# design 1

design_1/io_fan.png
Scale bar: 50 um.
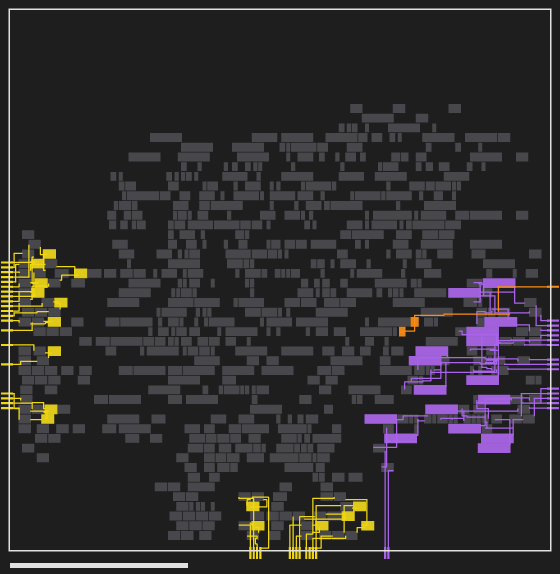

[config.mk]
export PLATFORM = sky130hd
export DESIGN_NAME = attr_datapath_scheduler
export DESIGN_NICKNAME = d
export VERILOG_FILES = /design/src/rtl/attr_datapath_scheduler_pkg.sv /design/src/rtl/attr_datapath_scheduler_rr_arbiter.sv /design/src/rtl/attr_datapath_scheduler.sv
export SDC_FILE = /design/constraint.sdc
export NUM_CORES = 1
export LEC_CHECK = 0
export ABC_AREA = 0
export CORE_MARGIN = 2
export CORE_UTILIZATION = 25
export CTS_CLUSTER_SIZE = 20
export DETAILED_ROUTE_END_ITERATION = 12
export HOLD_SLACK_MARGIN = 0.15
export PLACE_DENSITY = 0.49
export SYNTH_ARGS = -nofsm -noshare
export SYNTH_HDL_FRONTEND = slang
export SYNTH_SLANG_ARGS = --single-unit
[constraint.sdc]
create_clock -name CLK -period 9.64 [get_ports CLK]
set_clock_uncertainty 0.05 [all_clocks]
set_input_delay 1.446 -clock CLK [delete_from_list [all_inputs] [get_ports CLK]]
set_output_delay 1.446 -clock CLK [all_outputs]
set_load 0.02 [all_outputs]
[src/rtl/attr_datapath_scheduler_pkg.sv]
// Shared types and helpers for the round-robin attributes datapath scheduler.
// The combine helper works at 32 bits; callers truncate to their own width.
package attr_sched_pkg;

  typedef enum logic [2:0] {
    IDLE,
    ADD,
    SUB,
    MUL,
    OUT
  } state_e;

  function automatic int clog2(input int n);
    int r;
    r = 0;
    while ((1 << r) < n) r++;
    return (r < 1) ? 1 : r;
  endfunction

  // Only the low W bits of the result are meaningful, and they depend only
  // on the low W bits of each argument.
  function automatic logic [31:0] combine(input logic [31:0] s0,
                                          input logic [31:0] s1,
                                          input logic [31:0] a,
                                          input logic [31:0] b);
    return (s0 - s1) + (a * b);
  endfunction

endpackage

[src/rtl/attr_datapath_scheduler_rr_arbiter.sv]
// Round-robin arbiter: one-hot grant to the first requester at or above PTR,
// wrapping around, when EN is high.
module rr_arbiter
  import attr_sched_pkg::*;
#(
  parameter int NREQ = 4
) (
  input  logic [NREQ-1:0]        REQ,
  input  logic [clog2(NREQ)-1:0] PTR,
  input  logic                   EN,
  output logic [NREQ-1:0]        GNT,
  output logic [clog2(NREQ)-1:0] IDX
);

  localparam int IDW = clog2(NREQ);

  logic           found;
  logic [IDW-1:0] cand;

  always_comb begin
    GNT   = '0;
    IDX   = '0;
    found = 1'b0;
    cand  = '0;
    for (int k = 0; k < NREQ; k++) begin
      cand = IDW'((int'(PTR) + k) % NREQ);
      if (EN && !found && REQ[cand]) begin
        found     = 1'b1;
        GNT[cand] = 1'b1;
        IDX       = cand;
      end
    end
  end

endmodule

[src/rtl/attr_datapath_scheduler.sv]
// Shares one sequenced (A+B)-(A-B)+A*B datapath among NREQ requesters,
// granting round-robin and returning a tagged result over valid/ready.
module attr_datapath_scheduler
  import attr_sched_pkg::*;
#(
  parameter int NREQ = 4,
  parameter int W    = 8,
  parameter int CW   = 16
) (
  input  logic                   CLK,
  input  logic                   RST_N,
  input  logic [NREQ-1:0]        REQ_VALID,
  input  logic [NREQ*W-1:0]      REQ_A,
  input  logic [NREQ*W-1:0]      REQ_B,
  output logic [NREQ-1:0]        REQ_READY,
  output logic                   RES_VALID,
  input  logic                   RES_READY,
  output logic [W-1:0]           RES_DATA,
  output logic [clog2(NREQ)-1:0] RES_ID,
  output logic                   BUSY,
  output logic [CW-1:0]          DONE_COUNT
);

  localparam int IDW = clog2(NREQ);

  state_e         state_q;
  logic [IDW-1:0] ptr_q;
  logic [IDW-1:0] ptr_d;
  logic [IDW-1:0] id_q;
  logic [W-1:0]   a_q;
  logic [W-1:0]   b_q;
  logic [W-1:0]   s0_q;
  logic [W-1:0]   s1_q;
  logic [W-1:0]   resData_q;
  logic           resValid_q;
  logic           busy_q;
  logic [CW-1:0]  doneCnt_q;

  logic [NREQ-1:0] grant;
  logic [IDW-1:0]  grantIdx;
  logic            arbEn;
  logic [W-1:0]    selA;
  logic [W-1:0]    selB;

  // Grants are suppressed while reset is held so REQ_READY reads 0 in reset.
  assign arbEn = (state_q == IDLE) && RST_N;

  rr_arbiter #(
    .NREQ(NREQ)
  ) uArb (
    .REQ(REQ_VALID),
    .PTR(ptr_q),
    .EN (arbEn),
    .GNT(grant),
    .IDX(grantIdx)
  );

  assign selA  = REQ_A[int'(grantIdx)*W +: W];
  assign selB  = REQ_B[int'(grantIdx)*W +: W];
  assign ptr_d = (int'(grantIdx) == NREQ - 1) ? '0 : grantIdx + 1'b1;

  assign REQ_READY  = grant;
  assign RES_VALID  = resValid_q;
  assign RES_DATA   = resData_q;
  assign RES_ID     = id_q;
  assign BUSY       = busy_q;
  assign DONE_COUNT = doneCnt_q;

  always_ff @(posedge CLK or negedge RST_N) begin
    if (!RST_N) begin
      state_q    <= IDLE;
      ptr_q      <= '0;
      id_q       <= '0;
      a_q        <= '0;
      b_q        <= '0;
      s0_q       <= '0;
      s1_q       <= '0;
      resData_q  <= '0;
      resValid_q <= 1'b0;
      busy_q     <= 1'b0;
      doneCnt_q  <= '0;
    end else begin
      case (state_q)
        IDLE: begin
          if (|grant) begin
            a_q     <= selA;
            b_q     <= selB;
            id_q    <= grantIdx;
            ptr_q   <= ptr_d;
            busy_q  <= 1'b1;
            state_q <= ADD;
          end
        end
        ADD: begin
          s0_q    <= a_q + b_q;
          state_q <= SUB;
        end
        SUB: begin
          s1_q    <= a_q - b_q;
          state_q <= MUL;
        end
        MUL: begin
          resData_q  <= W'(combine(32'(s0_q), 32'(s1_q), 32'(a_q), 32'(b_q)));
          resValid_q <= 1'b1;
          state_q    <= OUT;
        end
        OUT: begin
          if (RES_READY) begin
            resValid_q <= 1'b0;
            doneCnt_q  <= doneCnt_q + 1'b1;
            busy_q     <= 1'b0;
            state_q    <= IDLE;
          end
        end
        default: state_q <= IDLE;
      endcase
    end
  end

endmodule
# design 2

## config.mk

```make
export PLATFORM = sky130hd
export DESIGN_NAME = seg7_scan
export DESIGN_NICKNAME = d
export VERILOG_FILES = /design/src/rtl/seg7_scan.sv
export SDC_FILE = /design/constraint.sdc
export NUM_CORES = 1
export LEC_CHECK = 0
export ABC_AREA = 0
export CORE_UTILIZATION = 50
export CTS_CLUSTER_DIAMETER = 50
export DETAILED_ROUTE_END_ITERATION = 7
export HOLD_SLACK_MARGIN = 0.05
export PLACE_DENSITY = 0.77
export SYNTH_ARGS = -nofsm -noshare
export SYNTH_HDL_FRONTEND = slang
export SYNTH_SLANG_ARGS = --single-unit
```

## constraint.sdc

```tcl
create_clock -name clk -period 4.55 [get_ports clk]
set_clock_uncertainty 0.15 [all_clocks]
set_input_delay 0.91 -clock clk [delete_from_list [all_inputs] [get_ports clk]]
set_output_delay 0.91 -clock clk [all_outputs]
set_load 0.005 [all_outputs]
```

## src/rtl/seg7_scan.sv

```systemverilog
// Four-digit multiplexed seven-segment driver for a common-anode display.
// Each digit is scanned in turn, and a short blanked guard interval between digits prevents ghosting.
module seg7_scan #(
    parameter int REFRESH_BITS = 16,
    parameter bit LZ_BLANK     = 1'b1
) (
    input  logic        clk,
    input  logic        rst_n,
    input  logic [15:0] value,
    input  logic [3:0]  dp_in,
    input  logic        load,
    output logic [3:0]  an_n,
    output logic [6:0]  seg_n,
    output logic        dp_n,
    output logic        frame
);

    localparam int GUARD_I = 1 << (REFRESH_BITS - 4);
    localparam logic [REFRESH_BITS-1:0] GUARD = GUARD_I[REFRESH_BITS-1:0];

    logic [15:0]             disp_val_q, disp_val_d;
    logic [3:0]              disp_dp_q, disp_dp_d;
    logic [REFRESH_BITS-1:0] cnt_q, cnt_d;
    logic [1:0]              idx_q, idx_d;
    logic [3:0]              an_q, an_d;
    logic [6:0]              seg_q, seg_d;
    logic                    dp_q, dp_d;
    logic                    frame_q, frame_d;

    logic                    cnt_wrap;
    logic                    in_guard;
    logic [3:0]              upper_zero;
    logic                    digit_blank;
    logic [3:0]              cur_nibble;

    // Active-high segment pattern, bit 0 = a through bit 6 = g.
    function automatic logic [6:0] decode(input logic [3:0] nib);
        logic [6:0] s;
        case (nib)
            4'h0: s = 7'h3F;
            4'h1: s = 7'h06;
            4'h2: s = 7'h5B;
            4'h3: s = 7'h4F;
            4'h4: s = 7'h66;
            4'h5: s = 7'h6D;
            4'h6: s = 7'h7D;
            4'h7: s = 7'h07;
            4'h8: s = 7'h7F;
            4'h9: s = 7'h6F;
            4'hA: s = 7'h77;
            4'hB: s = 7'h7C;
            4'hC: s = 7'h39;
            4'hD: s = 7'h5E;
            4'hE: s = 7'h79;
            default: s = 7'h71;
        endcase
        return s;
    endfunction

    assign cnt_wrap   = &cnt_q;
    assign in_guard   = (cnt_q < GUARD);
    assign cur_nibble = disp_val_q[{idx_q, 2'b00} +: 4];

    // upper_zero[k] is set when every nibble from k up to 3 is zero.
    assign upper_zero[3] = (disp_val_q[15:12] == 4'h0);
    assign upper_zero[2] = upper_zero[3] && (disp_val_q[11:8] == 4'h0);
    assign upper_zero[1] = upper_zero[2] && (disp_val_q[7:4] == 4'h0);
    assign upper_zero[0] = 1'b0;

    assign digit_blank = LZ_BLANK && upper_zero[idx_q];

    always_comb begin
        disp_val_d = disp_val_q;
        disp_dp_d  = disp_dp_q;
        if (load) begin
            disp_val_d = value;
            disp_dp_d  = dp_in;
        end
    end

    always_comb begin
        cnt_d = cnt_q + 1'b1;
        idx_d = idx_q;
        if (cnt_wrap) begin
            idx_d = idx_q + 2'd1;
        end
    end

    always_comb begin
        an_d    = 4'hF;
        seg_d   = 7'h7F;
        dp_d    = 1'b1;
        frame_d = cnt_wrap && (idx_q == 2'd3);
        if (!in_guard && !digit_blank) begin
            an_d  = ~(4'b0001 << idx_q);
            seg_d = ~decode(cur_nibble);
            dp_d  = ~disp_dp_q[idx_q];
        end
    end

    always_ff @(posedge clk) begin
        if (!rst_n) begin
            disp_val_q <= 16'h0000;
            disp_dp_q  <= 4'h0;
            cnt_q      <= '0;
            idx_q      <= 2'd0;
            an_q       <= 4'hF;
            seg_q      <= 7'h7F;
            dp_q       <= 1'b1;
            frame_q    <= 1'b0;
        end else begin
            disp_val_q <= disp_val_d;
            disp_dp_q  <= disp_dp_d;
            cnt_q      <= cnt_d;
            idx_q      <= idx_d;
            an_q       <= an_d;
            seg_q      <= seg_d;
            dp_q       <= dp_d;
            frame_q    <= frame_d;
        end
    end

    assign an_n  = an_q;
    assign seg_n = seg_q;
    assign dp_n  = dp_q;
    assign frame = frame_q;

endmodule

```

# design 3

`config.mk`:
```
export PLATFORM = sky130hd
export DESIGN_NAME = mips_mem_loader
export DESIGN_NICKNAME = d
export VERILOG_FILES = /design/src/rtl/mips_mem_pkg.sv /design/src/rtl/mips_mem_beat_ctr.sv /design/src/rtl/mips_mem_loader.sv
export SDC_FILE = /design/constraint.sdc
export NUM_CORES = 1
export LEC_CHECK = 0
export CORE_ASPECT_RATIO = 1.75
export CORE_MARGIN = 1
export CORE_UTILIZATION = 37
export DETAILED_ROUTE_END_ITERATION = 10
export PLACE_DENSITY = 0.95
export SLEW_MARGIN = 25
export SYNTH_ARGS = -nofsm -noshare
export SYNTH_HDL_FRONTEND = slang
export SYNTH_SLANG_ARGS = --single-unit
```
`constraint.sdc`:
```
create_clock -name clk -period 2.8 [get_ports clk]
set_input_delay 0.42 -clock clk [delete_from_list [all_inputs] [get_ports clk]]
set_output_delay 0.42 -clock clk [all_outputs]
set_load 0.02 [all_outputs]
```
`src/rtl/mips_mem_pkg.sv`:
```
// Shared constants, state encoding and burst-size helper for the MIPS memory loader.
package mips_mem_pkg;

    localparam logic [1:0] ACC_1W  = 2'b00;
    localparam logic [1:0] ACC_4W  = 2'b01;
    localparam logic [1:0] ACC_8W  = 2'b10;
    localparam logic [1:0] ACC_16W = 2'b11;

    localparam logic RW_WRITE = 1'b1;
    localparam logic RW_READ  = 1'b0;

    typedef logic [2:0] state_t;

    localparam state_t ST_IDLE    = 3'd0;
    localparam state_t ST_WR_REQ  = 3'd1;
    localparam state_t ST_WR_BEAT = 3'd2;
    localparam state_t ST_RD_REQ  = 3'd3;
    localparam state_t ST_RD_BEAT = 3'd4;
    localparam state_t ST_DONE    = 3'd5;

    function automatic logic [1:0] burst_enc(input int len);
        case (len)
            4:       return ACC_4W;
            8:       return ACC_8W;
            16:      return ACC_16W;
            default: return ACC_1W;
        endcase
    endfunction

endpackage

```
`src/rtl/mips_mem_beat_ctr.sv`:
```
// Loadable down-counter used for burst beats and read latency; tc flags zero.
module mips_mem_beat_ctr #(
    parameter int W = 4
) (
    input  logic         clk,
    input  logic         rst_n,
    input  logic         load,
    input  logic [W-1:0] load_val,
    input  logic         en,
    output logic         tc
);

    logic [W-1:0] cnt_q, cnt_d;

    always_comb begin
        cnt_d = cnt_q;
        if (load)
            cnt_d = load_val;
        else if (en && cnt_q != '0)
            cnt_d = cnt_q - 1'b1;
    end

    always_ff @(posedge clk or negedge rst_n) begin
        if (!rst_n) cnt_q <= '0;
        else        cnt_q <= cnt_d;
    end

    assign tc = (cnt_q == '0);

endmodule

```
`src/rtl/mips_mem_loader.sv`:
```
// Burst image loader for the MIPS memory; optional readback/compare when
// MEMLD_READBACK_EN is defined (default build writes only).
module mips_mem_loader
    import mips_mem_pkg::*;
#(
    parameter int                DATA_W    = 32,
    parameter int                ADDR_W    = 32,
    parameter logic [ADDR_W-1:0] BASE_ADDR = 32'h8002_0000,
    parameter int                WORDS     = 48,
    parameter int                BURST_LEN = 4,
    parameter int                READ_LAT  = 1,
    localparam int               IW        = (WORDS > 1) ? $clog2(WORDS) : 1
) (
    input  logic              clk,
    input  logic              rst_n,
    input  logic              start,
    output logic [IW-1:0]     img_addr,
    input  logic [DATA_W-1:0] img_data,
    output logic [ADDR_W-1:0] mem_addr,
    output logic [DATA_W-1:0] mem_din,
    input  logic [DATA_W-1:0] mem_dout,
    output logic [1:0]        mem_access_size,
    output logic              mem_rw,
    output logic              mem_enable,
    input  logic              mem_busy,
    output logic              done,
    output logic              pass,
    output logic [15:0]       err_count,
    output logic [ADDR_W-1:0] first_err_addr
);

    localparam int            BYTES   = DATA_W / 8;
    localparam int            BW      = $clog2(BURST_LEN) + 1;
    localparam logic [IW-1:0] LAST_W  = IW'(WORDS - 1);
    // Write beats after the request cycle number BURST_LEN-1, so load one less.
    localparam logic [BW-1:0] WR_LOAD = BW'((BURST_LEN > 1) ? BURST_LEN - 2 : 0);
    localparam logic [BW-1:0] RD_LOAD = BW'(BURST_LEN - 1);

    if (WORDS % BURST_LEN != 0) begin : g_chk_words
        $error("mips_mem_loader: WORDS must be a multiple of BURST_LEN");
    end
    if (BURST_LEN != 1 && BURST_LEN != 4 && BURST_LEN != 8 && BURST_LEN != 16) begin : g_chk_bl
        $error("mips_mem_loader: BURST_LEN must be 1, 4, 8 or 16");
    end
    if (DATA_W % 8 != 0 || READ_LAT < 1) begin : g_chk_misc
        $error("mips_mem_loader: DATA_W must be byte-multiple and READ_LAT >= 1");
    end

    function automatic logic [ADDR_W-1:0] word_addr(input logic [IW-1:0] w);
        return BASE_ADDR + ADDR_W'(w) * ADDR_W'(BYTES);
    endfunction

    state_t            state_q, state_d;
    logic [IW-1:0]     w_q, w_d, w_next;
    logic [ADDR_W-1:0] addr_q, addr_d;
    logic              beat_load, beat_en, beat_tc, wr_last;
    logic [BW-1:0]     beat_val;

    assign w_next = (w_q == LAST_W) ? '0 : w_q + 1'b1;

    mips_mem_beat_ctr #(.W(BW)) u_beat (
        .clk      (clk),
        .rst_n    (rst_n),
        .load     (beat_load),
        .load_val (beat_val),
        .en       (beat_en),
        .tc       (beat_tc)
    );

`ifdef MEMLD_READBACK_EN
    localparam int LW = $clog2(READ_LAT) + 1;

    logic              gap_q, gap_d;
    logic [15:0]       err_q, err_d;
    logic [ADDR_W-1:0] ferr_q, ferr_d;
    logic              lat_load, lat_en, lat_tc;

    mips_mem_beat_ctr #(.W(LW)) u_lat (
        .clk      (clk),
        .rst_n    (rst_n),
        .load     (lat_load),
        .load_val (LW'(READ_LAT - 1)),
        .en       (lat_en),
        .tc       (lat_tc)
    );
`else
    logic unused_dout;
    assign unused_dout = ^mem_dout;
`endif

    always_comb begin
        state_d   = state_q;
        w_d       = w_q;
        addr_d    = addr_q;
        beat_load = 1'b0;
        beat_en   = 1'b0;
        beat_val  = WR_LOAD;
        wr_last   = 1'b0;
`ifdef MEMLD_READBACK_EN
        gap_d     = gap_q;
        err_d     = err_q;
        ferr_d    = ferr_q;
        lat_load  = 1'b0;
        lat_en    = 1'b0;
`endif
        case (state_q)
            ST_IDLE, ST_DONE: begin
                if (start) begin
                    state_d = ST_WR_REQ;
                    w_d     = '0;
                    addr_d  = BASE_ADDR;
`ifdef MEMLD_READBACK_EN
                    err_d   = '0;
                    ferr_d  = '0;
`endif
                end
            end
            ST_WR_REQ: begin
                if (!mem_busy) begin
                    w_d       = w_next;
                    beat_load = 1'b1;
                    if (BURST_LEN == 1) wr_last = 1'b1;
                    else                state_d = ST_WR_BEAT;
                end
            end
            ST_WR_BEAT: begin
                w_d     = w_next;
                beat_en = 1'b1;
                wr_last = beat_tc;
            end
`ifdef MEMLD_READBACK_EN
            ST_RD_REQ: begin
                // One idle cycle separates the last write beat from the first read request.
                if (gap_q) begin
                    gap_d = 1'b0;
                end else if (!mem_busy) begin
                    state_d   = ST_RD_BEAT;
                    beat_load = 1'b1;
                    beat_val  = RD_LOAD;
                    lat_load  = 1'b1;
                end
            end
            ST_RD_BEAT: begin
                if (lat_tc) begin
                    beat_en = 1'b1;
                    w_d     = w_next;
                    if (mem_dout != img_data) begin
                        if (err_q == '0)       ferr_d = word_addr(w_q);
                        if (err_q != 16'hFFFF) err_d  = err_q + 16'd1;
                    end
                    if (beat_tc) begin
                        if (w_q == LAST_W) begin
                            state_d = ST_DONE;
                        end else begin
                            state_d = ST_RD_REQ;
                            addr_d  = word_addr(w_next);
                        end
                    end
                end else begin
                    lat_en = 1'b1;
                end
            end
`endif
            default: state_d = ST_IDLE;
        endcase

        if (wr_last) begin
            if (w_q == LAST_W) begin
`ifdef MEMLD_READBACK_EN
                state_d = ST_RD_REQ;
                gap_d   = 1'b1;
                addr_d  = BASE_ADDR;
`else
                state_d = ST_DONE;
`endif
            end else begin
                state_d = ST_WR_REQ;
                addr_d  = word_addr(w_next);
            end
        end
    end

    always_ff @(posedge clk or negedge rst_n) begin
        if (!rst_n) begin
            state_q <= ST_IDLE;
            w_q     <= '0;
            addr_q  <= '0;
        end else begin
            state_q <= state_d;
            w_q     <= w_d;
            addr_q  <= addr_d;
        end
    end

    wire in_wr = (state_q == ST_WR_REQ) || (state_q == ST_WR_BEAT);

    assign img_addr        = w_q;
    assign mem_addr        = addr_q;
    assign mem_din         = in_wr ? img_data : '0;
    assign mem_access_size = burst_enc(BURST_LEN);
    assign done            = (state_q == ST_DONE);

`ifdef MEMLD_READBACK_EN
    always_ff @(posedge clk or negedge rst_n) begin
        if (!rst_n) begin
            gap_q  <= 1'b0;
            err_q  <= '0;
            ferr_q <= '0;
        end else begin
            gap_q  <= gap_d;
            err_q  <= err_d;
            ferr_q <= ferr_d;
        end
    end

    wire in_rd = (state_q == ST_RD_REQ) || (state_q == ST_RD_BEAT);

    assign mem_enable     = in_wr || (state_q == ST_RD_REQ && !gap_q);
    assign mem_rw         = in_rd ? RW_READ : RW_WRITE;
    assign pass           = done && (err_q == '0);
    assign err_count      = err_q;
    assign first_err_addr = ferr_q;
`else
    assign mem_enable     = in_wr;
    assign mem_rw         = RW_WRITE;
    assign pass           = 1'b1;
    assign err_count      = '0;
    assign first_err_addr = '0;
`endif

endmodule

```
# design 4

[src/rtl/video_pkg.sv]
// Shared types for the video pattern generator: pattern modes,
// FSM states, the 24-bit rgb type and the colour-bar table.
package video_pkg;

  typedef logic [23:0] rgb_t;

  typedef enum logic [1:0] {
    PAT_BARS  = 2'd0,
    PAT_RAMP  = 2'd1,
    PAT_CHECK = 2'd2,
    PAT_SOLID = 2'd3
  } pat_mode_e;

  typedef enum logic [1:0] {
    ST_IDLE  = 2'd0,
    ST_RUN   = 2'd1,
    ST_DRAIN = 2'd2
  } gen_state_e;

  localparam rgb_t BAR_TABLE [8] = '{
    24'hFFFFFF, 24'hFFFF00, 24'h00FFFF, 24'h00FF00,
    24'hFF00FF, 24'hFF0000, 24'h0000FF, 24'h000000
  };

endpackage

[src/rtl/video_timing_cnt.sv]
// Horizontal/vertical raster counters with active, sync and
// end-of-line / end-of-frame decode (unregistered, raw polarity).
module video_timing_cnt
  import video_pkg::*;
#(
  parameter int H_ACTIVE = 1280,
  parameter int H_FP     = 110,
  parameter int H_SYNC   = 40,
  parameter int H_BP     = 220,
  parameter int V_ACTIVE = 720,
  parameter int V_FP     = 5,
  parameter int V_SYNC   = 5,
  parameter int V_BP     = 20,
  parameter int HW       = 11,
  parameter int VW       = 10
) (
  input  logic          clk,
  input  logic          reset,
  input  logic          i_run,
  output logic [HW-1:0] o_hcnt,
  output logic [VW-1:0] o_vcnt,
  output logic          o_active,
  output logic          o_hsync,
  output logic          o_vsync,
  output logic          o_line_end,
  output logic          o_frame_end
);

  localparam int H_TOTAL = H_ACTIVE + H_FP + H_SYNC + H_BP;
  localparam int V_TOTAL = V_ACTIVE + V_FP + V_SYNC + V_BP;
  localparam int HS_BEG  = H_ACTIVE + H_FP;
  localparam int HS_END  = HS_BEG + H_SYNC;
  localparam int VS_BEG  = V_ACTIVE + V_FP;
  localparam int VS_END  = VS_BEG + V_SYNC;

  logic [HW-1:0] r_hcnt;
  logic [VW-1:0] r_vcnt;
  logic [31:0]   w_h32;
  logic [31:0]   w_v32;

  assign w_h32 = 32'(r_hcnt);
  assign w_v32 = 32'(r_vcnt);

  assign o_line_end  = (r_hcnt == HW'(H_TOTAL - 1));
  assign o_frame_end = o_line_end && (r_vcnt == VW'(V_TOTAL - 1));

  // Counters sit at the origin whenever the generator is idle
  always_ff @(posedge clk) begin
    if (reset || !i_run) begin
      r_hcnt <= '0;
      r_vcnt <= '0;
    end else if (o_line_end) begin
      r_hcnt <= '0;
      r_vcnt <= o_frame_end ? '0 : r_vcnt + 1'b1;
    end else begin
      r_hcnt <= r_hcnt + 1'b1;
    end
  end

  assign o_hcnt   = r_hcnt;
  assign o_vcnt   = r_vcnt;
  assign o_active = (w_h32 < H_ACTIVE) && (w_v32 < V_ACTIVE);
  assign o_hsync  = (w_h32 >= HS_BEG) && (w_h32 < HS_END);
  assign o_vsync  = (w_v32 >= VS_BEG) && (w_v32 < VS_END);

endmodule

[src/rtl/video_pattern_gen.sv]
// Test-pattern video source: bars, ramp, checker, solid.
// Define VIDEO_PATGEN_MOVE_EN to scroll ramp/checker once per frame.
module video_pattern_gen
  import video_pkg::*;
#(
  parameter int H_ACTIVE = 1280,
  parameter int H_FP     = 110,
  parameter int H_SYNC   = 40,
  parameter int H_BP     = 220,
  parameter int V_ACTIVE = 720,
  parameter int V_FP     = 5,
  parameter int V_SYNC   = 5,
  parameter int V_BP     = 20,
  parameter bit SYNC_POL = 1'b1
) (
  input  logic        clk,
  input  logic        reset,
  input  logic        enable,
  input  logic [1:0]  mode,
  input  logic [23:0] solid_rgb,
  output logic        active_pixel,
  output logic        hsync_out,
  output logic        vsync_out,
  output logic [7:0]  r_out,
  output logic [7:0]  g_out,
  output logic [7:0]  b_out,
  output logic        frame_done
);

  localparam int H_TOTAL = H_ACTIVE + H_FP + H_SYNC + H_BP;
  localparam int V_TOTAL = V_ACTIVE + V_FP + V_SYNC + V_BP;
  localparam int HW      = $clog2(H_TOTAL);
  localparam int VW      = $clog2(V_TOTAL);
  localparam int BAR_W   = H_ACTIVE / 8;
  localparam int BW      = $clog2(BAR_W + 1);

  gen_state_e    r_state;
  gen_state_e    w_state_nxt;
  pat_mode_e     r_mode;
  rgb_t          r_solid;
  rgb_t          w_pix;
  logic [BW-1:0] r_bar_cnt;
  logic [2:0]    r_bar_idx;
  logic [7:0]    w_fofs;
  logic [7:0]    w_hsum;
  logic          w_vbit5;
  logic          w_run;
  logic          w_live;

  logic [HW-1:0] w_hcnt;
  logic [VW-1:0] w_vcnt;
  logic          w_active;
  logic          w_hs;
  logic          w_vs;
  logic          w_line_end;
  logic          w_frame_end;

  video_timing_cnt #(
    .H_ACTIVE (H_ACTIVE),
    .H_FP     (H_FP),
    .H_SYNC   (H_SYNC),
    .H_BP     (H_BP),
    .V_ACTIVE (V_ACTIVE),
    .V_FP     (V_FP),
    .V_SYNC   (V_SYNC),
    .V_BP     (V_BP),
    .HW       (HW),
    .VW       (VW)
  ) u_timing (
    .clk         (clk),
    .reset       (reset),
    .i_run       (w_run),
    .o_hcnt      (w_hcnt),
    .o_vcnt      (w_vcnt),
    .o_active    (w_active),
    .o_hsync     (w_hs),
    .o_vsync     (w_vs),
    .o_line_end  (w_line_end),
    .o_frame_end (w_frame_end)
  );

  always_ff @(posedge clk) begin
    if (reset) r_state <= ST_IDLE;
    else       r_state <= w_state_nxt;
  end

  always_comb begin
    w_state_nxt = r_state;
    unique case (r_state)
      ST_IDLE:  if (enable) w_state_nxt = ST_RUN;
      ST_RUN: begin
        if (!enable)
          w_state_nxt = w_frame_end ? ST_IDLE : ST_DRAIN;
      end
      ST_DRAIN: begin
        if (w_frame_end)
          w_state_nxt = enable ? ST_RUN : ST_IDLE;
      end
      default:  w_state_nxt = ST_IDLE;
    endcase
  end

  assign w_run  = (r_state != ST_IDLE);
  assign w_live = w_run && w_active;

  // Pattern settings are captured only as the raster re-enters (0,0)
  always_ff @(posedge clk) begin
    if (reset) begin
      r_mode  <= PAT_BARS;
      r_solid <= '0;
    end else if (!w_run || w_frame_end) begin
      r_mode  <= pat_mode_e'(mode);
      r_solid <= solid_rgb;
    end
  end

  always_ff @(posedge clk) begin
    if (reset || !w_run || w_line_end) begin
      r_bar_cnt <= '0;
      r_bar_idx <= '0;
    end else if (r_bar_cnt == BW'(BAR_W - 1)) begin
      r_bar_cnt <= '0;
      r_bar_idx <= r_bar_idx + 3'd1;
    end else begin
      r_bar_cnt <= r_bar_cnt + 1'b1;
    end
  end

`ifdef VIDEO_PATGEN_MOVE_EN
  logic [7:0] r_fcnt;

  always_ff @(posedge clk) begin
    if (reset)                   r_fcnt <= '0;
    else if (w_run && w_frame_end) r_fcnt <= r_fcnt + 8'd1;
  end

  assign w_fofs = r_fcnt;
`else
  assign w_fofs = 8'd0;
`endif

  assign w_hsum  = 8'(w_hcnt) + w_fofs;
  assign w_vbit5 = |(32'(w_vcnt) & 32'd32);

  always_comb begin
    w_pix = '0;
    unique case (1'b1)
      (r_mode == PAT_BARS):  w_pix = BAR_TABLE[r_bar_idx];
      (r_mode == PAT_RAMP):  w_pix = {3{w_hsum}};
      (r_mode == PAT_CHECK): w_pix = (w_hsum[5] ^ w_vbit5) ? 24'hFFFFFF : 24'h0;
      default:               w_pix = r_solid;
    endcase
  end

  always_ff @(posedge clk) begin
    if (reset) begin
      active_pixel <= 1'b0;
      hsync_out    <= ~SYNC_POL;
      vsync_out    <= ~SYNC_POL;
      r_out        <= '0;
      g_out        <= '0;
      b_out        <= '0;
      frame_done   <= 1'b0;
    end else begin
      active_pixel <= w_live;
      hsync_out    <= (w_run && w_hs) ^ ~SYNC_POL;
      vsync_out    <= (w_run && w_vs) ^ ~SYNC_POL;
      {r_out, g_out, b_out} <= w_live ? w_pix : 24'h0;
      frame_done   <= w_run && w_frame_end;
    end
  end

endmodule

[config.mk]
export PLATFORM = sky130hd
export DESIGN_NAME = video_pattern_gen
export DESIGN_NICKNAME = d
export VERILOG_FILES = /design/src/rtl/video_pkg.sv /design/src/rtl/video_timing_cnt.sv /design/src/rtl/video_pattern_gen.sv
export SDC_FILE = /design/constraint.sdc
export NUM_CORES = 1
export LEC_CHECK = 0
export CORE_ASPECT_RATIO = 1.75
export CORE_MARGIN = 2
export CORE_UTILIZATION = 54
export DETAILED_ROUTE_END_ITERATION = 10
export GPL_TIMING_DRIVEN = 0
export PLACE_DENSITY_LB_ADDON = 0.2
export SLEW_MARGIN = 15
export SYNTH_ARGS = -nofsm -noshare
export SYNTH_HDL_FRONTEND = slang
export SYNTH_SLANG_ARGS = --single-unit
[constraint.sdc]
create_clock -name clk -period 2.52 [get_ports clk]
set_input_delay 0.756 -clock clk [delete_from_list [all_inputs] [get_ports clk]]
set_output_delay 0.756 -clock clk [all_outputs]
set_load 0.01 [all_outputs]
design_4/wires.png
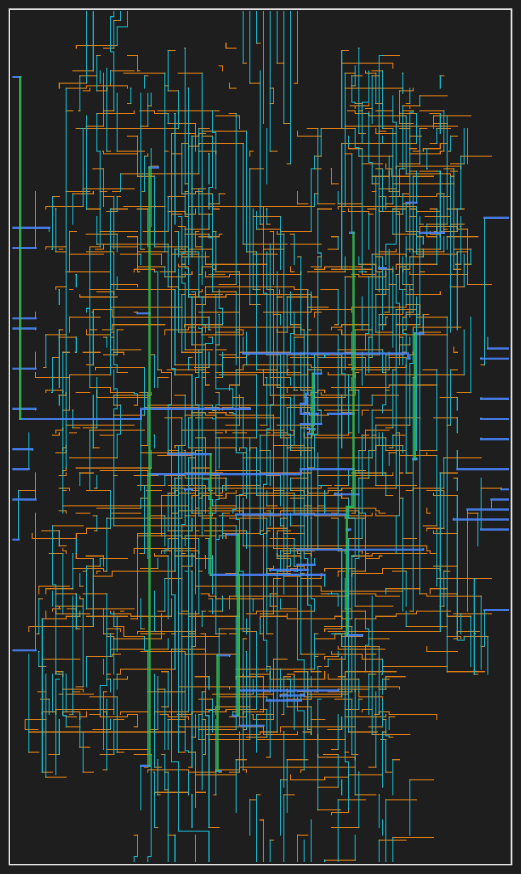
metal 2: marked cyan, wire length 4920 um. metal 4: marked green, wire length 264 um. metal 3: marked blue, wire length 286 um. metal 1: marked orange, wire length 3250 um.

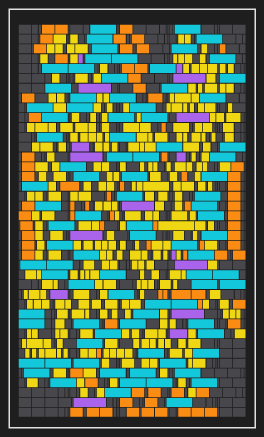
design_4/placement_by_type.png
Fill, decap, tap and diode cells in gray.
sequential cells: marked cyan, cells 88, share of their area 38%. clock drivers and dummy loads: marked purple, cells 16, share of their area 6.1%. combinational and other logic: marked yellow, cells 294, share of their area 41%. remaining buffers and delay cells: marked orange, cells 80, share of their area 15%.

==> results.toml, design 4 <==
# physical design summary
[floorplanning]
core_area_um2 = 6860

[setup_path]
worstSetupPathType = "reg2reg"
arrival_ns = 2.50

[global_route]
met3_usage_pct = 3.01

[clock_tree]
cts.repair.resized = 0
clkLatencyLatePin_ns = 0.34
cts_root_buf = "clkbuf_16"

[place]
place_ws_ns = 0.0113
post_dp_cell_area_um2 = 4500
dp_cells = 546

[finish]
largest-register = "r_solid"
clk_share_pct = 5.99
seqCellArea_um2 = 1760
fin_area_um2 = 4790
num_antenna_cells = 0
largest_cell_class = "combinational gates"

[sta]
whs_ns = 0.479
min_period_ns = 2.29

[status]
status = "finished, final reports clean"
## design 4: cells in the final DEF, fill, tap and decap left out, types with 2 or more instances in the layout
master,instances
nor4b_1,2
o22ai_1,24
inv_1,10
clkdlybuf4s50_1,56
clkbuf_8,3
nand4_1,10
xor2_1,8
or4_1,3
o31ai_1,2
nor3_1,32
or3_1,7
ha_1,7
o211ai_1,2
dfxtp_1,88
o21ai_0,8
buf_6,2
buf_8,2
a21oi_1,13
nor2_1,26
xnor2_1,10
nand3_1,8
clkbuf_16,9
nand2_1,11
clkbuf_1,18
nand3b_1,2
nand2b_1,52
and3_1,2
o21bai_1,4
buf_2,4
mux2i_1,30
## design 4: final timing paths
check	to	startpoint	slack, ns	cells after the start
setup / recovery	u_timing.o_hcnt[3]	u_timing.o_hcnt[0]	0.23	5
hold / removal	r_solid[14]	r_solid[14]	0.48	2
setup reg to reg	u_timing.o_hcnt[3]	u_timing.o_hcnt[0]	0.23	5
hold reg to reg	r_solid[14]	r_solid[14]	0.48	2
## design 4: layer usage
metal  share of wire, %  vias up  wire length, um
met5                  0        -                0
met4                3.0        0              264
met3                3.3       21              285
met2                 56       82             4920
met1                 37     1514             3250
li1                   -     1567                -
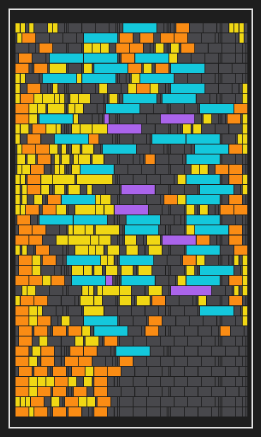
design_3/placement_by_type.png
Fill, decap, tap and diode cells in gray.
combinational and other logic: marked yellow, cells 188, share of their area 33%. remaining buffers and delay cells: marked orange, cells 109, share of their area 31%. sequential cells: marked cyan, cells 44, share of their area 31%. clock drivers and dummy loads: marked purple, cells 8, share of their area 4.7%.

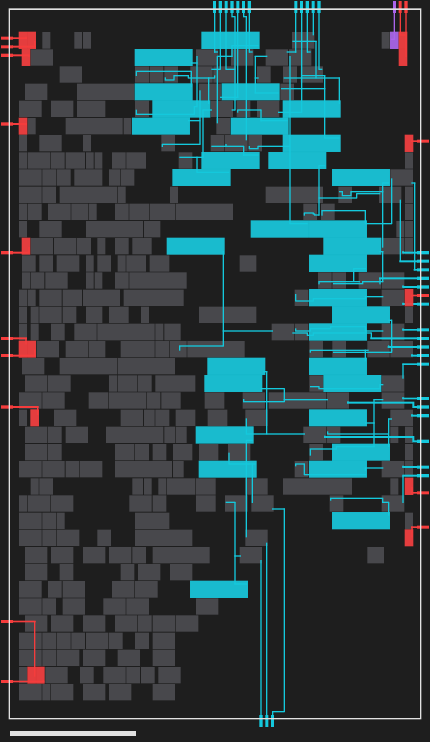
design_3/io_fan.png
Scale bar: 20 um.
`mem_addr`: marked cyan, direction output, end cells 32, buffers 32, wire 889 um. `err_count`: marked red, direction output, end cells 16, buffers 0, wire 62.0 um. `mem_rw`: marked purple, direction output, end cells 1, buffers 0, wire 4.70 um.

==> results.toml, design 3 <==
# physical design summary
[finish]
comb_share_pct = 31.8
largest_cell_class = "combinational gates"
fillers = 580

[synthesis]
topCellsByArea = "dfrtp_1 (43%), buf_4 (16%), and2_1 (8.0%)"
ys_seq_share_pct = 42.8
yosys-stat-area_um2 = 2570
ys_ff = 44

[clock_tree]
cts_inserted_buffers = 5
cts_tree = "done"

[floorplanning]
die_w_um = 65

[sta]
fmax_mhz = 377
max-slew-margin-rel_pct = 63.5
finalCritPeriodShare_pct = 94.8
hold_violations = 0
drv_slew = 0
tns_ns = 0

[setup_path]
critPathMaxFanout = 36

[drt]
drt_first_pass_iters = 4
route.met3.wl_um = 434

[status]
status = "finished, final reports clean"

[global_route]
grt_pass1_vias = 1898
design 3: stage by stage:
stage               hold slack, ns  area (um^2)  util, %  setup slack (ns)
finish                       0.129         3630     54.7             0.146
global route                 0.187         3630     54.7           0.00914
CTS                          0.330         3620     54.6             0.118
detailed placement           0.454         3460     52.1             0.425
global placement             0.451         3460     52.1             0.438
floorplan                    0.124         2760        -              1.03
design 3: flip-flops by register name (all words and copies together), names as in the netlist:
name / cells
u_beat.cnt_q: 3
state_q: 3
mem_addr: 32
img_addr: 6
design 3: worst max-delay path, stage by stage (launching register included):
cell,delay [ns]
dfrtp_1,0.46
xnor2_1,0.15
or2_4,0.26
clkinv_2,0.26
and2_1,0.21
clkdlybuf4s50_1,0.61
design 3: path summary, 6_finish.rpt:
kind                         startpoint            to  slack, ns  cells past startpoint
max                          state_q[0]   mem_din[11]       0.15                      5
min                               rst_n  mem_addr[30]       0.13                      1
max reg2reg                 img_addr[0]  mem_addr[21]       0.91                      5
min reg2reg                mem_addr[17]  mem_addr[17]       0.47                      1
max in group asynchronous         rst_n   mem_addr[7]       2.29                      1
min in group clk           mem_addr[17]  mem_addr[17]       0.47                      1
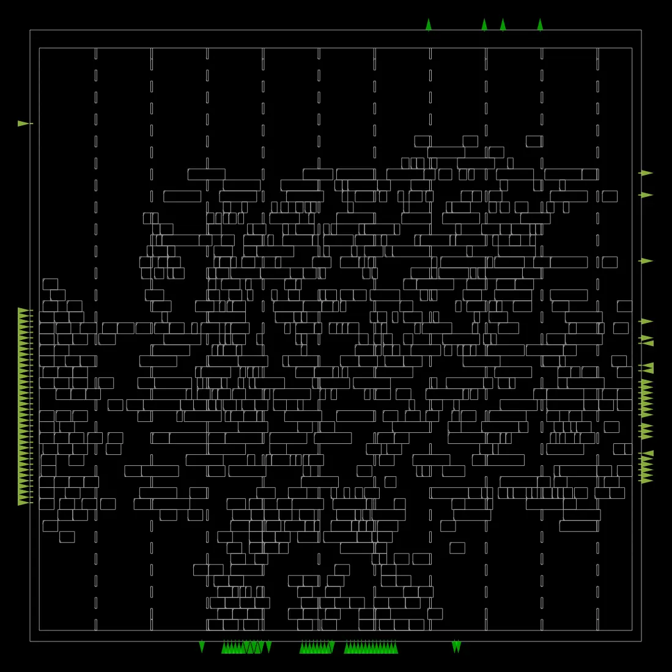
design_1/placement.png
flip-flops: 65
Rows: 53
Fillers: 2139

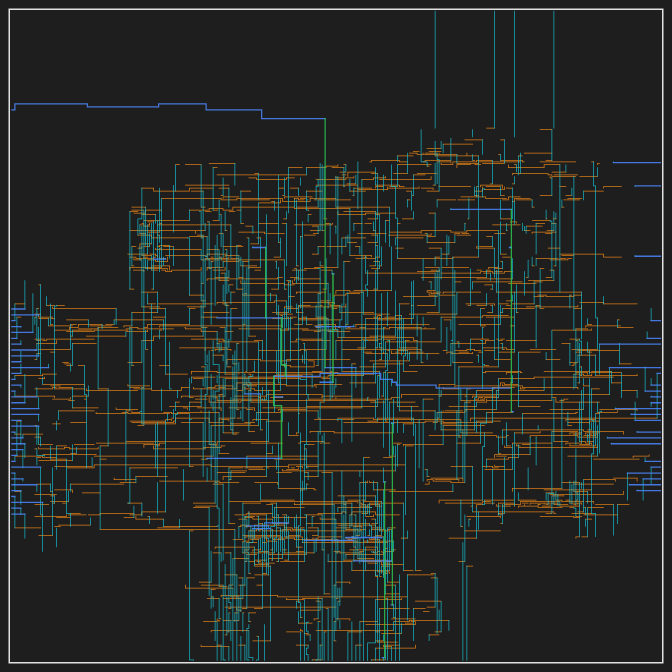
design_1/wires.png
metal 1: marked orange, wire length 5860 um. metal 4: marked green, wire length 265 um. metal 3: marked blue, wire length 524 um. metal 2: marked cyan, wire length 5880 um.

About design_1/io_fan.png:
`REQ_B`: marked yellow, direction input, end cells 16, buffers 32, wire 443 um. `DONE_COUNT`: marked purple, direction output, end cells 16, buffers 16, wire 579 um. `RES_READY`: marked orange, direction input, end cells 2, buffers 1, wire 57.0 um.

==> results.toml, design 1 <==
# physical design summary
[status]
status = "finished, final reports clean"

[sta]
tightestPinTransition_ns = 0.855
tns_ns = 0
whs_ns = 0.428
drv_slew = 0
worst_slack_ns = 4.12
min_period_ns = 5.52
grt_setup_unrepaired = "no"

[synthesis]
simple_gate_share_pct = 11.9
topCellsByArea = "dfrtp_1 (30%), ha_1 (11%), mux2i_1 (9.4%)"
yosysWarnings = 0
yosys-stat-area_um2 = 5430
syn_avg_cell_area_um2 = 10.1
yosysCellCount = 539
synth_cell_types = 46
syn-cell-area_um2 = 5430
top_logic_kind = "adder cells"

[finish]
num-multi-input-gates = 392
final_core_util_pct = 33.1
layout_top_cell = "clkdlybuf4s50_1"
combGateArea_um2 = 3430
inverters = 65
largest_cell_class = "combinational gates"
nClkBuffers = 10

[setup_path]
timing.rr.start = "a_q[2]"
arrival_ns = 4.02
cp.required_ns = 8.14
end_kind = "output pin"
critPathLaunch = "RST_N"
ff2ff_setup_slack_ns = 4.93

[floorplanning]
core_area_um2 = 21200
die_area_um2 = 22900
die_w_um = 151

[global_route]
antenna_found_initial = 0
grt_pass1_wl_mm = 21.3
grtUsageMet2_pct = 19.3

[place]
dp_cells = 902
dp_hpwl_mm = 9.97

[clock_tree]
clkLatencyLatePin_ns = 0.34

[drt]
antenna_left = 0
routed-via-count = 4005
finalWirelength_mm = 12.5

[job]
warnings = 38
design 1: cell families (layout without fill, tap and decap cells):
group	count (synthesis)	in the layout
buffers and inverters	82	186
adder cells (fa/ha/maj)	71	71
AND/OR/NAND/NOR	130	130
multiplexers	76	76
flip-flops	65	65
AND-OR/OR-AND	67	67
XOR/XNOR	48	48
design 1: layer usage:
layer / part of all wire, % / wire (um) / vias to the layer above
met2: 47 / 5880 / 94
met1: 47 / 5860 / 1895
met4: 2.1 / 264 / 0
met3: 4.2 / 524 / 19
met5: 0 / 0 / -
li1: - / - / 1997
design 1: registers in the layout, indices dropped and copies added (netlist names):
signal      cells
RES_VALID       1
ptr_q           2
s0_q            8
RES_DATA        8
BUSY            1
state_q         3
b_q             8
a_q             8
RES_ID          2
s1_q            8
DONE_COUNT     16
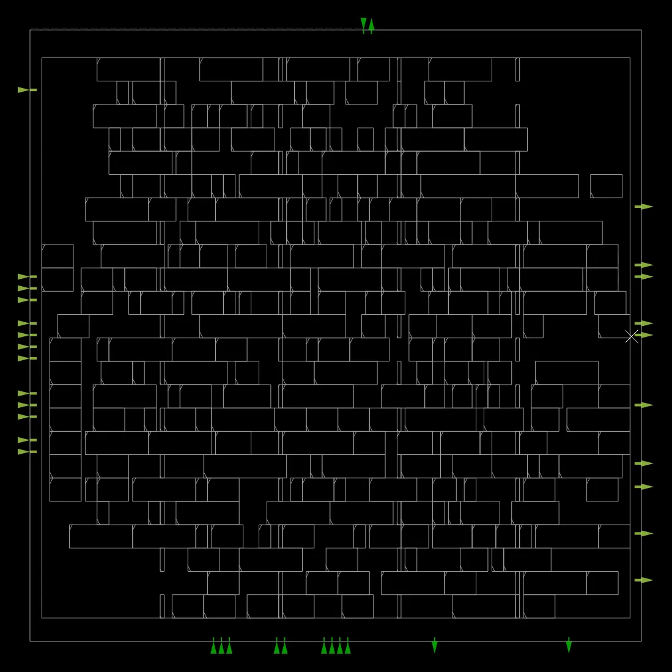
design_2/placement.png
# Taps: 52
Fillers: 378

==> results.toml, design 2 <==
# physical design summary
[setup_path]
ff2ff_setup_slack_ns = 1.85

[sta]
tightestPinTransition_ns = 1.14
drv_slew = 0
finalCritPeriodShare_pct = 59.4

[clock_tree]
clkLatencyLatePin_ns = 0.31
clock_path_buffers = 2
cts_inserted_buffers = 5

[drt]
drc_errors = 1
dr.first_iter.drc_count = 92
antenna_left = 0
wl_per_cell_um = 13.0
routed-via-count = 1715
topRoutingLayerUsed = "met4"
route.met3.wl_um = 162
drt_first_pass_iters = 6

[place]
dp_hpwl_mm = 2.98

[synthesis]
yosysCellCount = 238
topCellsByArea = "dfxtp_1 (43%), mux2i_1 (11%), ha_1 (5.7%)"
ff_type = "dfxtp_1"
yosysWarnings = 0
yosys.area.top_type_share_pct = 42.6
top_area_cell = "dfxtp_1"
netlist_instances = 238
adder_share_pct = 5.74
ys_ff = 51
yosys-stat-area_um2 = 2400
syn-cell-area_um2 = 2400
simple_gate_share_pct = 18.0
fp_nets = 272
mux_area_share_pct = 18.5
synth_cell_types = 46

[floorplanning]
die_area_um2 = 5080
ios = 36

[global_route]
antenna_found_initial = 0
grt_overflow = 0
grt_pass1_vias = 1594

[finish]
layout_top_cell = "dfxtp_1"

[job]
drv_cap = 0

[status]
status = "finished with violations"
violations = "design-rule violations"
[design 2: layout make-up]
cell class	instances	area [um^2]	share of cell area, %
Clock buffer	5	68.8	2.40
Clock inverter	3	43.8	1.53
Sequential cell	51	1020	35.7
Tap cell	52	65.1	2.27
Timing Repair Buffer	36	358	12.5
Multi-Input combinational cell	167	1280	44.7
Inverter	7	26.3	0.918
[design 2: synth_stat cells, types with 2 or more instances]
library cell  number
nand3_1            6
clkbuf_1           6
nor2_1            36
o21ai_0            3
a21oi_1            5
inv_1              5
nand4_1            6
ha_1              11
nand2_2            2
and4_1             2
a211oi_1           3
mux4_2             2
buf_2              3
nand2_1           15
mux2i_1           27
nand3b_1           2
mux2_4             2
xor2_1            12
o221ai_2           2
mux4_1             2
dfxtp_1           51
and2_1             3
buf_6              2
mux2_2             2
or3_1              5
and3_1             2
clkinv_1           2
[design 2: worst max-delay path, stage by stage (launching register included)]
cell     delay [ns]
dfxtp_1        0.74
mux4_1         0.77
ha_1           0.29
or3_1          0.38
a21oi_1        0.17
o31ai_1        0.09

# design 5

design_5/io_fan.png
Scale bar: 50 um.
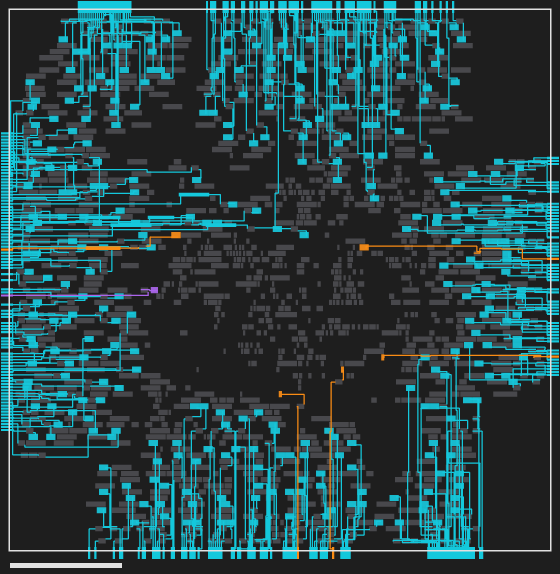
design_5/placement.png
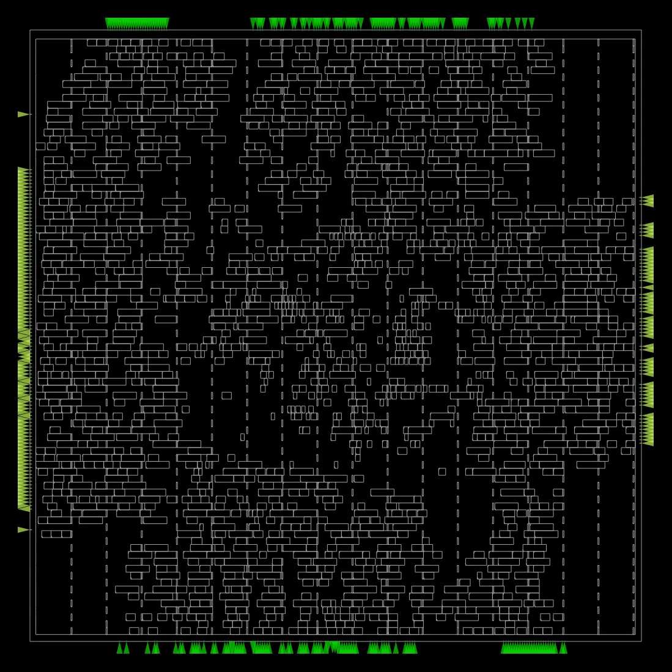
==> src/rtl/pe_drain_pkg.sv <==
// rtl/pe_drain_pkg.sv - shared state encoding and quantizer constants for pe_sum_drain
package pe_drain_pkg;

    localparam int DEF_IN_W  = 20;
    localparam int DEF_OUT_W = 8;

    typedef enum logic [1:0] {
        IDLE   = 2'd0,
        STREAM = 2'd1,
        DONE   = 2'd2
    } drain_state_e;

    function automatic int sat_max(input int w);
        return (1 << (w - 1)) - 1;
    endfunction

    function automatic int sat_min(input int w);
        return -(1 << (w - 1));
    endfunction

    localparam int SAT_MAX = sat_max(DEF_OUT_W);
    localparam int SAT_MIN = sat_min(DEF_OUT_W);

endpackage

==> src/rtl/pe_sum_quant.sv <==
// rtl/pe_sum_quant.sv - arithmetic shift, optional relu and signed saturation of one sum
module pe_sum_quant
    import pe_drain_pkg::*;
#(
    parameter int IN_W  = DEF_IN_W,
    parameter int OUT_W = DEF_OUT_W
) (
    input  logic [IN_W-1:0]  sum,
    input  logic [4:0]       shamt,
    input  logic             relu_en,
    output logic [OUT_W-1:0] result
);

    localparam logic signed [IN_W-1:0] MAX_V = IN_W'(sat_max(OUT_W));
    localparam logic signed [IN_W-1:0] MIN_V = IN_W'(sat_min(OUT_W));

    logic signed [IN_W-1:0] shifted;

    // Shifts of IN_W or more collapse to the sign fill (0 or -1).
    always_comb begin
        shifted = $signed(sum) >>> shamt;
        if (relu_en && shifted[IN_W-1]) begin
            shifted = '0;
        end
        if (shifted > MAX_V) begin
            result = MAX_V[OUT_W-1:0];
        end else if (shifted < MIN_V) begin
            result = MIN_V[OUT_W-1:0];
        end else begin
            result = shifted[OUT_W-1:0];
        end
    end

endmodule

==> src/rtl/pe_sum_drain.sv <==
// rtl/pe_sum_drain.sv - snapshot a row of PE sums and stream quantized results
module pe_sum_drain
    import pe_drain_pkg::*;
#(
    parameter int NUM_PE = 16,
    parameter int IN_W   = DEF_IN_W,
    parameter int OUT_W  = DEF_OUT_W,
    parameter int IDX_W  = $clog2(NUM_PE)
) (
    input  logic                   clk,
    input  logic                   reset,
    input  logic                   start,
    input  logic [NUM_PE*IN_W-1:0] pe_sums,
    input  logic [4:0]             shamt,
    input  logic                   relu_en,
    output logic                   out_valid,
    input  logic                   out_ready,
    output logic [OUT_W-1:0]       out_data,
    output logic [IDX_W-1:0]       out_idx,
    output logic                   out_last,
    output logic                   busy,
    output logic                   done
);

    drain_state_e state_q;
    drain_state_e state_d;

    logic [IN_W-1:0]  snap_q [NUM_PE];
    logic [IDX_W-1:0] idx_q;
    logic [4:0]       shamt_q;
    logic             relu_q;
    logic [OUT_W-1:0] quant_data;
    logic             last_elem;
    logic             handshake;

    assign last_elem = (idx_q == IDX_W'(NUM_PE - 1));
    assign handshake = (state_q == STREAM) && out_ready;

    pe_sum_quant #(
        .IN_W  (IN_W),
        .OUT_W (OUT_W)
    ) u_quant (
        .sum     (snap_q[idx_q]),
        .shamt   (shamt_q),
        .relu_en (relu_q),
        .result  (quant_data)
    );

    always_ff @(posedge clk or posedge reset) begin
        if (reset) begin
            state_q <= IDLE;
            idx_q   <= '0;
            shamt_q <= '0;
            relu_q  <= 1'b0;
            for (int i = 0; i < NUM_PE; i++) begin
                snap_q[i] <= '0;
            end
        end else begin
            state_q <= state_d;
            if (state_q == IDLE && start) begin
                idx_q   <= '0;
                shamt_q <= shamt;
                relu_q  <= relu_en;
                for (int i = 0; i < NUM_PE; i++) begin
                    snap_q[i] <= pe_sums[i*IN_W +: IN_W];
                end
            end else if (handshake && !last_elem) begin
                idx_q <= idx_q + IDX_W'(1);
            end
        end
    end

    // Outputs decode only registered state; out_ready only steers the next state.
    always_comb begin
        state_d   = state_q;
        out_valid = 1'b0;
        out_data  = '0;
        out_idx   = '0;
        out_last  = 1'b0;
        busy      = 1'b0;
        done      = 1'b0;
        case (state_q)
            IDLE: begin
                if (start) begin
                    state_d = STREAM;
                end
            end
            STREAM: begin
                out_valid = 1'b1;
                out_data  = quant_data;
                out_idx   = idx_q;
                out_last  = last_elem;
                busy      = 1'b1;
                if (handshake && last_elem) begin
                    state_d = DONE;
                end
            end
            DONE: begin
                busy    = 1'b1;
                done    = 1'b1;
                state_d = IDLE;
            end
            default: begin
                state_d = IDLE;
            end
        endcase
    end

endmodule

==> config.mk <==
export PLATFORM = sky130hd
export DESIGN_NAME = pe_sum_drain
export DESIGN_NICKNAME = d
export VERILOG_FILES = /design/src/rtl/pe_drain_pkg.sv /design/src/rtl/pe_sum_quant.sv /design/src/rtl/pe_sum_drain.sv
export SDC_FILE = /design/constraint.sdc
export NUM_CORES = 1
export LEC_CHECK = 0
export CORE_MARGIN = 2
export CORE_UTILIZATION = 30
export DETAILED_ROUTE_END_ITERATION = 16
export PLACE_DENSITY = 0.55
export SLEW_MARGIN = 10
export SYNTH_ARGS = -nofsm -noshare
export SYNTH_HDL_FRONTEND = slang
export SYNTH_SLANG_ARGS = --single-unit
==> constraint.sdc <==
create_clock -name clk -period 12.69 [get_ports clk]
set_input_delay 1.9035 -clock clk [delete_from_list [all_inputs] [get_ports clk]]
set_output_delay 1.9035 -clock clk [all_outputs]
set_load 0.005 [all_outputs]
==> results.toml <==
# physical design summary
[status]
status = "finished, final reports clean"

[place]
place_ws_ns = 5.42
post_dp_cell_area_um2 = 20800

[drt]
finalWirelength_mm = 53.0
antenna_left = 0

[sta]
tns_ns = 0
max-slew-margin-rel_pct = 19.6
fin_skew_ns = 0.0189

[finish]
largest-register = "snap_q"
inverters = 10
fin_area_um2 = 22200
comb_share_pct = 35.7

[synthesis]
yosysCellCount = 1238
yosys-stat-area_um2 = 16700
ff_type = "dfrtp_1"
synth-edff-count = 0
synthArstFlopShare_pct = 100

[setup_path]
ff2ff_path_depth = 5
critPathMaxFanout = 45
endpoint = "out_data[2]"

[clock_tree]
cts_root_buf = "clkbuf_16"
cts.sinks = 332

[global_route]
grt_overflow = 0
grtUsageTotal_pct = 18.4
## Picture notes: design_5/io_fan.png
`pe_sums`: marked cyan, direction input, end cells 320, buffers 320, wire 12700 um. `shamt`: marked orange, direction input, end cells 5, buffers 5, wire 411 um. `out_last`: marked purple, direction output, end cells 1, buffers 1, wire 70.2 um.

## Picture notes: design_5/placement.png
Fillers: 5293
Seq area share: 37.5%
final std cells w/o fill: 2328

-- Yosys cell counts (4+ instances only) --
master	number
dfrtp_1	332
mux2_2	329
mux2i_1	108
clkbuf_1	59
nand2_1	57
mux4_2	47
a22oi_1	40
a21oi_1	31
nor2_1	27
o21ai_0	13
nand3_1	12
buf_2	11
inv_1	10
o21ai_1	8
a211oi_1	7
a31oi_1	7
buf_1	7
nor2b_1	7
a22oi_2	6
and2_1	6
buf_6	6
nand4_1	6
nor3_1	6
o22ai_1	6
buf_4	5
ha_1	5
nand2b_1	5
and3_1	4
o211ai_1	4
or4_1	4
-- how the worst min path moves through the flow --
stage	endpoint	slack, ns	start	cells past startpoint
5_1_grt	snap_q[207]	0.51	snap_q[207]	1
3_5_place_dp	snap_q[59]	0.49	snap_q[59]	1
2_1_floorplan	snap_q[100]	0.48	snap_q[100]	1
4_1_cts	snap_q[59]	0.50	snap_q[59]	1
6_report	snap_q[300]	0.50	snap_q[300]	1
3_3_place_gp	snap_q[4]	0.49	snap_q[4]	1
-- per-layer routing --
layer	global-route usage, %	part of all wire (%)	routed length, um
met1	22.3	41	21500
met2	32.4	51	26900
met3	4.82	6.3	3360
met4	4.82	2.1	1110
met5	0	0.17	90


==> gallery <==
Drive-strength map.
(a)
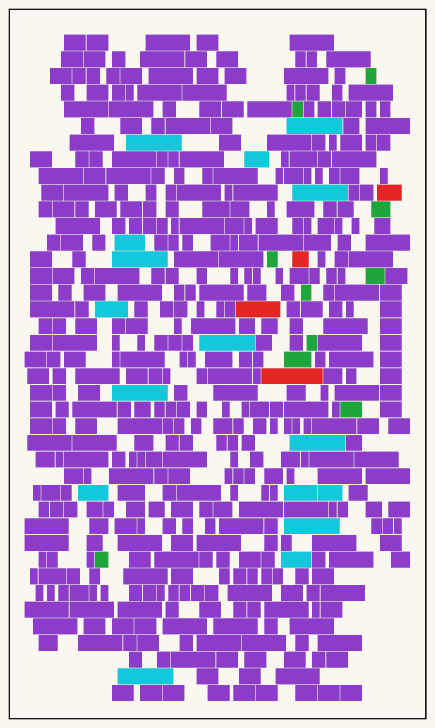
(b)
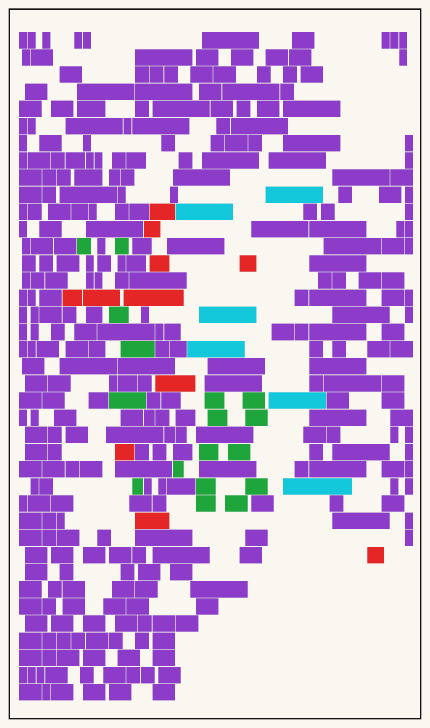
(c)
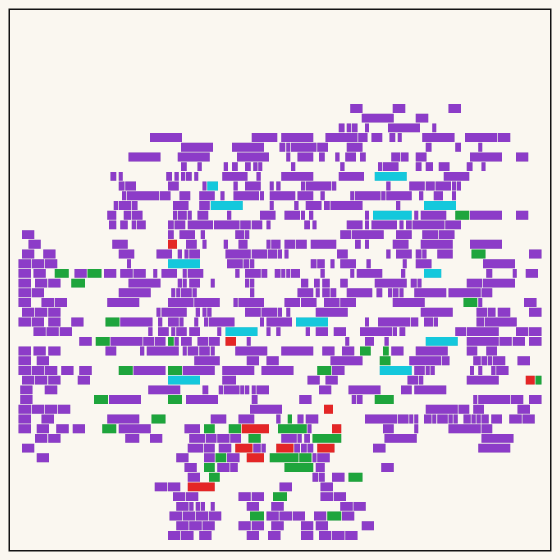
(d)
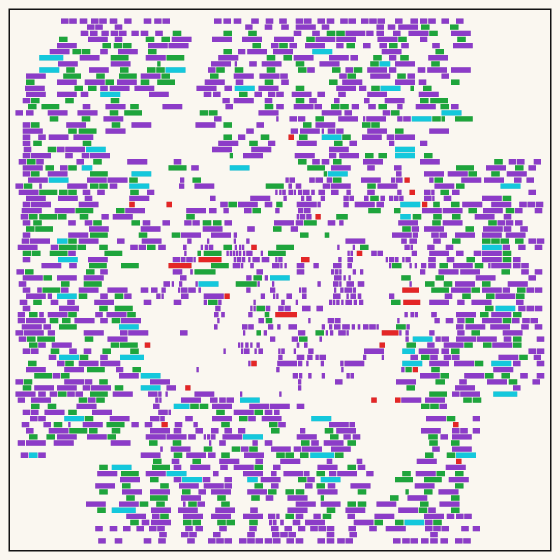
(e)
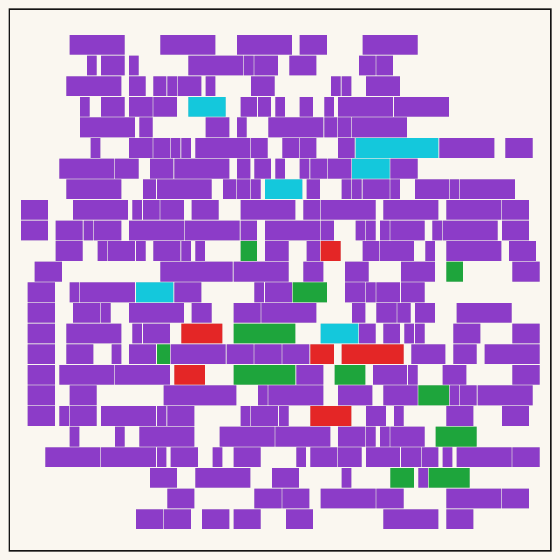
- most cells: (d)
design 2 -> (e)
design 5 -> (d)
design 1 -> (c)
design 3 -> (b)
design 4 -> (a)

